# imem_loader

## src/rtl/imem_loader_pkg.sv

```systemverilog
// Shared constants and state encoding for the instruction-memory loader.
// The loader writes one program byte per accepted handshake, big-endian within each instruction.
package imem_loader_pkg;

    localparam int unsigned MEM_BYTES_DEF   = 32;
    localparam int unsigned INSTR_W         = 32;
    localparam int unsigned BYTE_W          = 8;
    localparam int unsigned BYTES_PER_INSTR = INSTR_W / BYTE_W;

    typedef enum logic [1:0] {
        ST_IDLE = 2'd0,
        ST_LOAD = 2'd1,
        ST_DONE = 2'd2
    } loader_state_e;

endpackage

```

## src/rtl/imem_loader.sv

```systemverilog
// Streams a program into the byte-addressed instruction store and stalls the CPU while loading.
// in_valid/in_ready: a byte moves on any cycle where both are high at the rising edge; in_ready never depends on in_valid.
module imem_loader
    import imem_loader_pkg::*;
#(
    parameter int unsigned MEM_BYTES = MEM_BYTES_DEF,
    parameter int unsigned CNT_W     = 8
) (
    input  logic                clk,
    input  logic                rst,
    input  logic                start,
    input  logic [31:0]         base_addr,
    input  logic [CNT_W-1:0]    word_count,
    input  logic                abort,
    input  logic                in_valid,
    input  logic [BYTE_W-1:0]   in_data,
    output logic                in_ready,
    output logic                mem_we,
    output logic [31:0]         mem_addr,
    output logic [BYTE_W-1:0]   mem_wdata,
    output logic                busy,
    output logic                cpu_stall,
    output logic                done,
    output logic                error,
    output logic [CNT_W-1:0]    words_loaded,
    output loader_state_e       dbg_state
);

    localparam logic [33:0] MEM_LIMIT = 34'(MEM_BYTES);
    localparam logic [1:0]  LAST_IDX  = 2'(BYTES_PER_INSTR - 1);

    loader_state_e      state_q, state_d;
    logic [31:0]        ptr_q, ptr_d;
    logic [1:0]         byte_idx_q, byte_idx_d;
    logic [CNT_W-1:0]   words_q, words_d;
    logic [CNT_W-1:0]   count_q, count_d;
    logic               mem_we_q, mem_we_d;
    logic [31:0]        mem_addr_q, mem_addr_d;
    logic [BYTE_W-1:0]  mem_wdata_q, mem_wdata_d;
    logic               done_q, done_d;
    logic               error_q, error_d;

    logic               handshake;
    logic               start_bad;
    logic               last_byte;
    logic [33:0]        end_addr;
    logic [CNT_W-1:0]   words_inc;

    // Range check is done in 34 bits so a large base plus length can never wrap into range.
    assign end_addr  = 34'(base_addr) + (34'(word_count) * 34'(BYTES_PER_INSTR));
    assign start_bad = (base_addr[1:0] != 2'b00) || (end_addr > MEM_LIMIT);

    assign in_ready  = (state_q == ST_LOAD) && !abort;
    assign handshake = in_valid && in_ready;
    assign words_inc = words_q + CNT_W'(1);
    assign last_byte = (byte_idx_q == LAST_IDX) && (words_inc == count_q);

    always_comb begin
        state_d     = state_q;
        ptr_d       = ptr_q;
        byte_idx_d  = byte_idx_q;
        words_d     = words_q;
        count_d     = count_q;
        mem_we_d    = 1'b0;
        mem_addr_d  = mem_addr_q;
        mem_wdata_d = mem_wdata_q;
        done_d      = 1'b0;
        error_d     = error_q;

        unique case (state_q)
            ST_IDLE: begin
                if (start) begin
                    if (word_count == '0) begin
                        done_d  = 1'b1;
                        error_d = 1'b0;
                    end else if (start_bad) begin
                        done_d  = 1'b1;
                        error_d = 1'b1;
                    end else begin
                        error_d    = 1'b0;
                        words_d    = '0;
                        ptr_d      = base_addr;
                        byte_idx_d = '0;
                        count_d    = word_count;
                        state_d    = ST_LOAD;
                    end
                end
            end

            ST_LOAD: begin
                if (abort) begin
                    state_d = ST_IDLE;
                    error_d = 1'b1;
                    done_d  = 1'b1;
                end else if (handshake) begin
                    mem_we_d    = 1'b1;
                    mem_addr_d  = ptr_q;
                    mem_wdata_d = in_data;
                    ptr_d       = ptr_q + 32'd1;
                    byte_idx_d  = byte_idx_q + 2'd1;
                    if (byte_idx_q == LAST_IDX) begin
                        words_d = words_inc;
                    end
                    // done is registered so it lines up with the final byte's write strobe.
                    if (last_byte) begin
                        state_d = ST_DONE;
                        done_d  = 1'b1;
                    end
                end
            end

            ST_DONE: begin
                state_d = ST_IDLE;
            end

            default: begin
                state_d = ST_IDLE;
            end
        endcase
    end

    always_ff @(posedge clk) begin
        if (rst) begin
            state_q     <= ST_IDLE;
            ptr_q       <= '0;
            byte_idx_q  <= '0;
            words_q     <= '0;
            count_q     <= '0;
            mem_we_q    <= 1'b0;
            mem_addr_q  <= '0;
            mem_wdata_q <= '0;
            done_q      <= 1'b0;
            error_q     <= 1'b0;
        end else begin
            state_q     <= state_d;
            ptr_q       <= ptr_d;
            byte_idx_q  <= byte_idx_d;
            words_q     <= words_d;
            count_q     <= count_d;
            mem_we_q    <= mem_we_d;
            mem_addr_q  <= mem_addr_d;
            mem_wdata_q <= mem_wdata_d;
            done_q      <= done_d;
            error_q     <= error_d;
        end
    end

    assign mem_we       = mem_we_q;
    assign mem_addr     = mem_addr_q;
    assign mem_wdata    = mem_wdata_q;
    assign busy         = (state_q != ST_IDLE);
    assign cpu_stall    = busy;
    assign done         = done_q;
    assign error        = error_q;
    assign words_loaded = words_q;
    assign dbg_state    = state_q;

endmodule

```

## config.mk

```make
export PLATFORM = sky130hd
export DESIGN_NAME = imem_loader
export DESIGN_NICKNAME = d
export VERILOG_FILES = /design/src/rtl/imem_loader_pkg.sv /design/src/rtl/imem_loader.sv
export SDC_FILE = /design/constraint.sdc
export NUM_CORES = 1
export LEC_CHECK = 0
export CAP_MARGIN = 20
export CORE_UTILIZATION = 35
export DETAILED_ROUTE_END_ITERATION = 12
export GPL_TIMING_DRIVEN = 1
export SYNTH_ARGS = -nofsm -noshare
export SYNTH_HDL_FRONTEND = slang
export SYNTH_SLANG_ARGS = --single-unit
```

## constraint.sdc

```tcl
create_clock -name clk -period 7.8 [get_ports clk]
set_clock_uncertainty 0.2 [all_clocks]
set_input_delay 1.56 -clock clk [delete_from_list [all_inputs] [get_ports clk]]
set_output_delay 1.56 -clock clk [all_outputs]
set_load 0.02 [all_outputs]
```

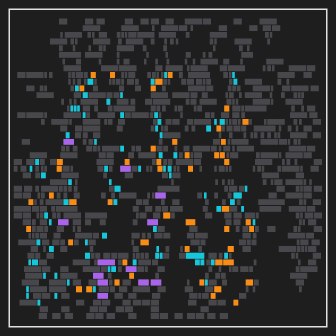
**Above:** imem_loader (gate families picked out).
Key: fa/ha/maj cells = purple [cells 12]; and/or cells = orange [cells 49]; nor cells = cyan [cells 76]

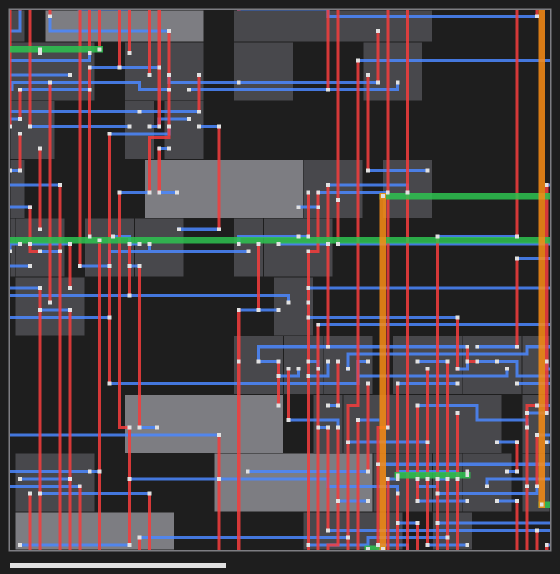
**Above:** imem_loader (a small window of the routed layout).
The bar under the picture is 10 um long. Region (20, 20) to (45, 45) um. Cells in grey, sequential cells in the stronger grey; small squares are vias.
Key: metal 3 = green; metal 4 = orange; metal 1 = blue; metal 2 = red
Netlist names of flops here include dbg_state (2). Sequential cells in the window: 5. Most frequent: dfxtp_1 (5), a21oi_1 (3), o21ai_0 (3). 37 logic cells have their middle in the window.

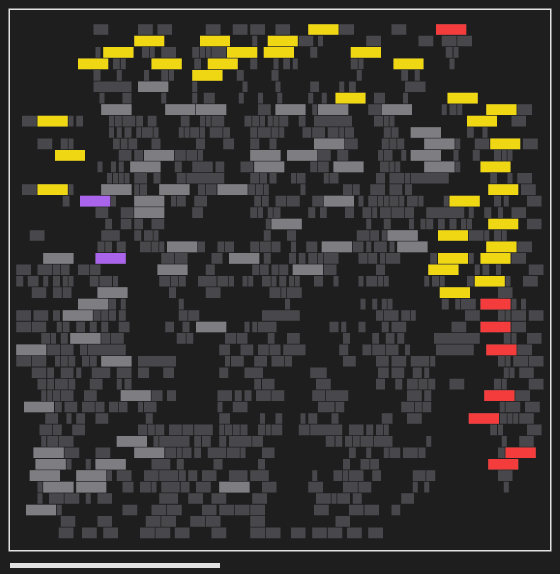
**Above:** imem_loader (sequential cells coloured by netlist name).
The bar under the picture is 50 um long.
Key: mem_wdata = red [placed flops 8]; byte_idx_q = purple [placed flops 2]; mem_addr = yellow [placed flops 32]

==> PnR_summary.wiki <==
== Flow metrics ==
{| class="wikitable"
! Metric !! Value
|-
| Critical path endpoint category || register
|-
| Combinational power || 0.118 mW
|-
| Final GP Congestion || 0.9237
|-
| Initial drt markers || 412
|-
| Final HPWL from detailed placement || 13,280 um
|-
| Cell area after placement || 0.006775 mm^2
|-
| Layout Area Growth over Synthesis || 26.49%
|-
| Post-CTS setup buffer count || 0
|-
| Mux contribution to synthesized area || 0.02864
|-
| Outcome || complete, no violations
|-
| Internal power contribution || 0.8000 mW
|-
| Sum of internal, switching and leakage power || 1.059 mW
|-
| Final Net Count || 876
|-
| DR WL/cell || 18.35 um
|-
| Reg-to-reg endpoint || ptr_q[30]$_SDFFE_PP0P_
|-
| Buffers plus inverters on the worst setup path || 1
|-
| Vias || 5,914
|-
| Synth async-reset ratio || 0
|-
| Global routing met3 resource utilization || 0.04990
|-
| Antenna cell count || 0
|-
| Via count of the first global-routing pass || 5,691
|}
## area by class of cell
type	count	area, um^2	share of cell area
Inverter	17	63.81	0.009020
Clock inverter	3	42.54	0.006013
Timing Repair Buffer	115	1129	0.1595
Clock buffer	12	256.5	0.03626
Multi-Input combinational cell	573	3417	0.4830
Tap cell	211	264.0	0.03732
Sequential cell	95	1902	0.2688
## sequential cells by signal, indices dropped and copies added (netlist names)
register      count
byte_idx_q        2
words_loaded      8
mem_wdata         8
ptr_q            32
mem_we            1
count_q           8
done              1
dbg_state         2
mem_addr         32
error             1
## cells in the final DEF, fill, tap and decap left out, types with 5 or more instances in the layout
master,synthesis,layout
nand4_1,23,23
or3_1,5,5
ha_1,11,11
mux2i_1,16,16
a31oi_1,12,12
inv_1,17,17
a311oi_1,7,7
nor3_1,24,24
xor2_1,10,10
and2_1,7,6
a32oi_1,12,12
a21oi_1,68,68
nor4_1,7,7
and3_1,19,19
nor2_1,35,35
dfxtp_1,95,95
xnor2_1,10,10
clkdlybuf4s50_1,0,107
nand3_1,32,32
and4_1,5,5
nand2_1,142,141
a211oi_1,6,6
o31ai_1,19,19
o21ai_0,30,30
buf_4,3,7
clkbuf_16,0,9

# boot_copy_ctl

**boot_copy_ctl: I/O nets highlighted**

The bar under the picture is 20 um long.
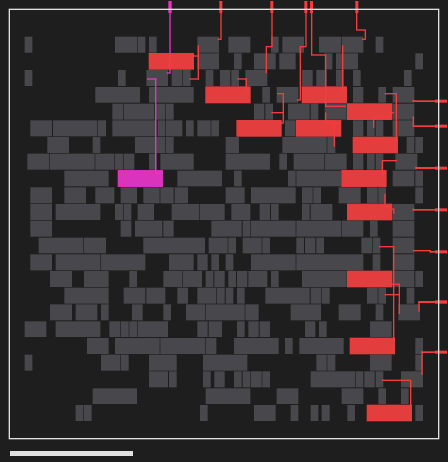
**src/rtl/boot_copy_ctl.sv**
```systemverilog
// rtl/boot_copy_ctl.sv - boot ROM page to RAM copy sequencer holding the CPU until done
// Optional checksum gate on CPU release: define BOOTCOPY_CHECKSUM_EN.
module boot_copy_ctl #(
  parameter logic [14:0] SRC_BASE = 15'o07400,
  parameter logic [14:0] DST_BASE = 15'o07400,
  parameter logic [7:0]  COUNT    = 8'd128,
  parameter logic [11:0] START_PC = 12'o7400,
  parameter logic [11:0] CHECKSUM = 12'o0000
) (
  input  logic        clk,
  input  logic        reset,
  output logic [14:0] rom_addr,
  output logic        rom_rd,
  input  logic [11:0] rom_data,
  output logic [14:0] ram_addr,
  output logic [11:0] ram_wdata,
  output logic        ram_wr,
  input  logic        ram_ack,
  output logic        cpu_hold,
  output logic [11:0] start_pc,
  output logic        done,
  output logic        err
);

  typedef enum logic [2:0] {IDLE, READ, WRITE, FINISH, DONE} state_t;

  state_t     state;
  logic [7:0] idx;
  logic [7:0] idx_next;

  assign idx_next = idx + 8'd1;

`ifdef BOOTCOPY_CHECKSUM_EN
  logic [11:0] sum;
`else
  logic unused_checksum;
  assign unused_checksum = ^CHECKSUM;
  assign err = 1'b0;
`endif

  always_ff @(posedge clk) begin
    if (reset) begin
      state     <= IDLE;
      idx       <= 8'd0;
      rom_rd    <= 1'b0;
      ram_wr    <= 1'b0;
      cpu_hold  <= 1'b1;
      done      <= 1'b0;
      rom_addr  <= SRC_BASE;
      ram_addr  <= DST_BASE;
      ram_wdata <= 12'd0;
      start_pc  <= START_PC;
`ifdef BOOTCOPY_CHECKSUM_EN
      err       <= 1'b0;
      sum       <= 12'd0;
`endif
    end else begin
      case (state)
        IDLE: begin
          if (COUNT == 8'd0) begin
            state <= FINISH;
          end else begin
            state    <= READ;
            rom_rd   <= 1'b1;
            rom_addr <= SRC_BASE;
          end
        end
        READ: begin
          rom_rd    <= 1'b0;
          ram_wdata <= rom_data;
          ram_addr  <= DST_BASE + {7'd0, idx};
          ram_wr    <= 1'b1;
          state     <= WRITE;
`ifdef BOOTCOPY_CHECKSUM_EN
          sum       <= sum + rom_data;
`endif
        end
        WRITE: begin
          // Address and data stay put until the RAM side accepts the word.
          if (ram_ack) begin
            ram_wr <= 1'b0;
            idx    <= idx_next;
            if (idx_next == COUNT) begin
              state <= FINISH;
            end else begin
              state    <= READ;
              rom_rd   <= 1'b1;
              rom_addr <= SRC_BASE + {7'd0, idx_next};
            end
          end
        end
        FINISH: begin
          done  <= 1'b1;
          state <= DONE;
`ifdef BOOTCOPY_CHECKSUM_EN
          // A bad image keeps the CPU stalled rather than booting garbage.
          if (sum == CHECKSUM) cpu_hold <= 1'b0;
          else                 err      <= 1'b1;
`else
          cpu_hold <= 1'b0;
`endif
        end
        DONE: begin
        end
        default: state <= IDLE;
      endcase
    end
  end

endmodule

```
**config.mk**
```make
export PLATFORM = sky130hd
export DESIGN_NAME = boot_copy_ctl
export DESIGN_NICKNAME = d
export VERILOG_FILES = /design/src/rtl/boot_copy_ctl.sv
export SDC_FILE = /design/constraint.sdc
export NUM_CORES = 1
export LEC_CHECK = 0
export ABC_CLOCK_PERIOD_IN_PS = 3900
export CAP_MARGIN = 20
export CORE_MARGIN = 2
export CORE_UTILIZATION = 45
export CTS_CLUSTER_DIAMETER = 120
export CTS_CLUSTER_SIZE = 30
export DETAILED_ROUTE_END_ITERATION = 12
export PLACE_DENSITY_LB_ADDON = 0.25
export SLEW_MARGIN = 20
export SYNTH_ARGS = -nofsm -noshare
export SYNTH_HDL_FRONTEND = slang
export SYNTH_SLANG_ARGS = --single-unit
```
**constraint.sdc**
```tcl
create_clock -name clk -period 3.9 [get_ports clk]
set_input_delay 0.39 -clock clk [delete_from_list [all_inputs] [get_ports clk]]
set_output_delay 0.39 -clock clk [all_outputs]
set_load 0.005 [all_outputs]
```
==> PnR_summary.wiki <==
== Flow metrics ==
{| class="wikitable"
! Metric !! Value
|-
| Maximum number of pins on one net before global-route repair || 37
|-
| Sequential Area || 860.8 um^2
|-
| P_clk || 0.356 mW
|-
| Top layer used by detailed routing || met4
|-
| Type of the worst setup path || register to register
|-
| Post-synthesis area per instance || 8.516 um^2
|-
| Combinational share of cell area || 0.3712
|-
| Metal2 WL || 1704 um
|-
| DR WL/cell || 11.99 um
|-
| Max Fanout on Critical Path || 9
|-
| TritonCTS clock tree || done
|-
| Routed length on met1 || 1748 um
|-
| Yosys-reported design area after synthesis || 0.001933 mm^2
|-
| Sequential area share after synthesis || 0.4453
|-
| Starting utilization of the core area || 0.4764
|-
| Non-Filler Instances || 319
|-
| Outcome || complete, no violations
|-
| Global-route met1 utilization || 0.1953
|-
| Hold violation count in the final report || 0
|-
| Synth Register Bits || 43
|-
| Number of antenna violations at the first check in global routing || 0
|-
| Combinational power || 0.112 mW
|-
| Global-route wire length before repair || 6085 um
|-
| Antenna cell count || 0
|-
| Number of sinks driven by the clock tree || 43
|-
| Post-CTS setup buffer count || 0
|-
| Peak supply drop || 0.0002105 V
|-
| Number of standard-cell rows in the floorplan || 23
|-
| Setup Skew || 2.316 ps
|-
| Proportion of total power due to net switching || 0.2360
|-
| Sum of internal, switching and leakage power || 0.9374 mW
|-
| Total of cells resized after clock tree synthesis || 0
|-
| Max transition margin || 0.5102
|-
| MI comb cells || 167
|-
| H-tree levels || 2
|-
| Unrepaired setup endpoints after global routing || no
|-
| TritonCTS buffer count || 5
|-
| Source-to-sink clock delay at the later pin of the worst-skew pair || 300 ps
|-
| Part of the power in registers || 0.501
|-
| Post-detailed-route DRC marker count || 0
|}
## Picture notes: 'I/O nets highlighted' of boot_copy_ctl
Key: rom_rd = magenta [bits 1, direction output, edge top, end cells 1, wire 28.0 um]; ram_wdata = red [bits 12, direction output, edge 7 right, 5 top, end cells 12, wire 183 um]

logic make-up (layout without fill, tap and decap cells):
family	Yosys count	in the layout	share of synthesized area
AND-OR/OR-AND	43	43	0.1508
XOR/XNOR	12	12	0.05437
adder cells (fa/ha/maj)	2	2	0.01294
buffers and inverters	42	59	0.1379
flip-flops	43	43	0.4453
other	2	27	0.003885
AND/OR/NAND/NOR	83	83	0.1948
worst paths after layout:
kind | startpoint | to | slack (ps) | cells past startpoint
max reg2reg | idx[0]$_SDFFE_PP0P_ | rom_addr[5]$_SDFFE_PP0P_ | 1580 | 6
min | done$_SDFFE_PP0P_ | done$_SDFFE_PP0P_ | 450 | 2
min reg2reg | done$_SDFFE_PP0P_ | done$_SDFFE_PP0P_ | 450 | 2
max | idx[0]$_SDFFE_PP0P_ | rom_addr[5]$_SDFFE_PP0P_ | 1580 | 6
sequential cells by signal (all words and copies together) (netlist names):
| signal | cells |
|---|---|
| done | 1 |
| state | 3 |
| idx | 8 |
| cpu_hold | 1 |
| rom_addr | 8 |
| rom_rd | 1 |
| ram_wr | 1 |
| ram_wdata | 12 |
| ram_addr | 8 |


## Gallery

Congestion heat map.
Plate I
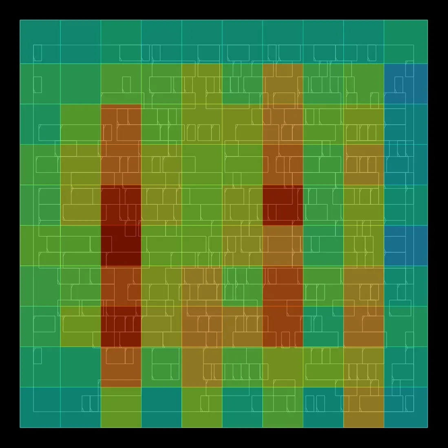
Plate II
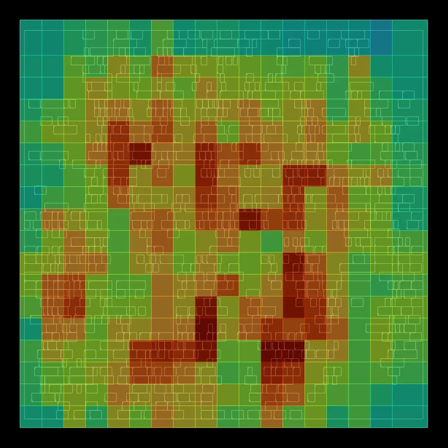
Plate I is boot_copy_ctl.
Plate II is imem_loader.
Of these, most wire per cell: Plate II

Power and IR drop assume default switching activity.
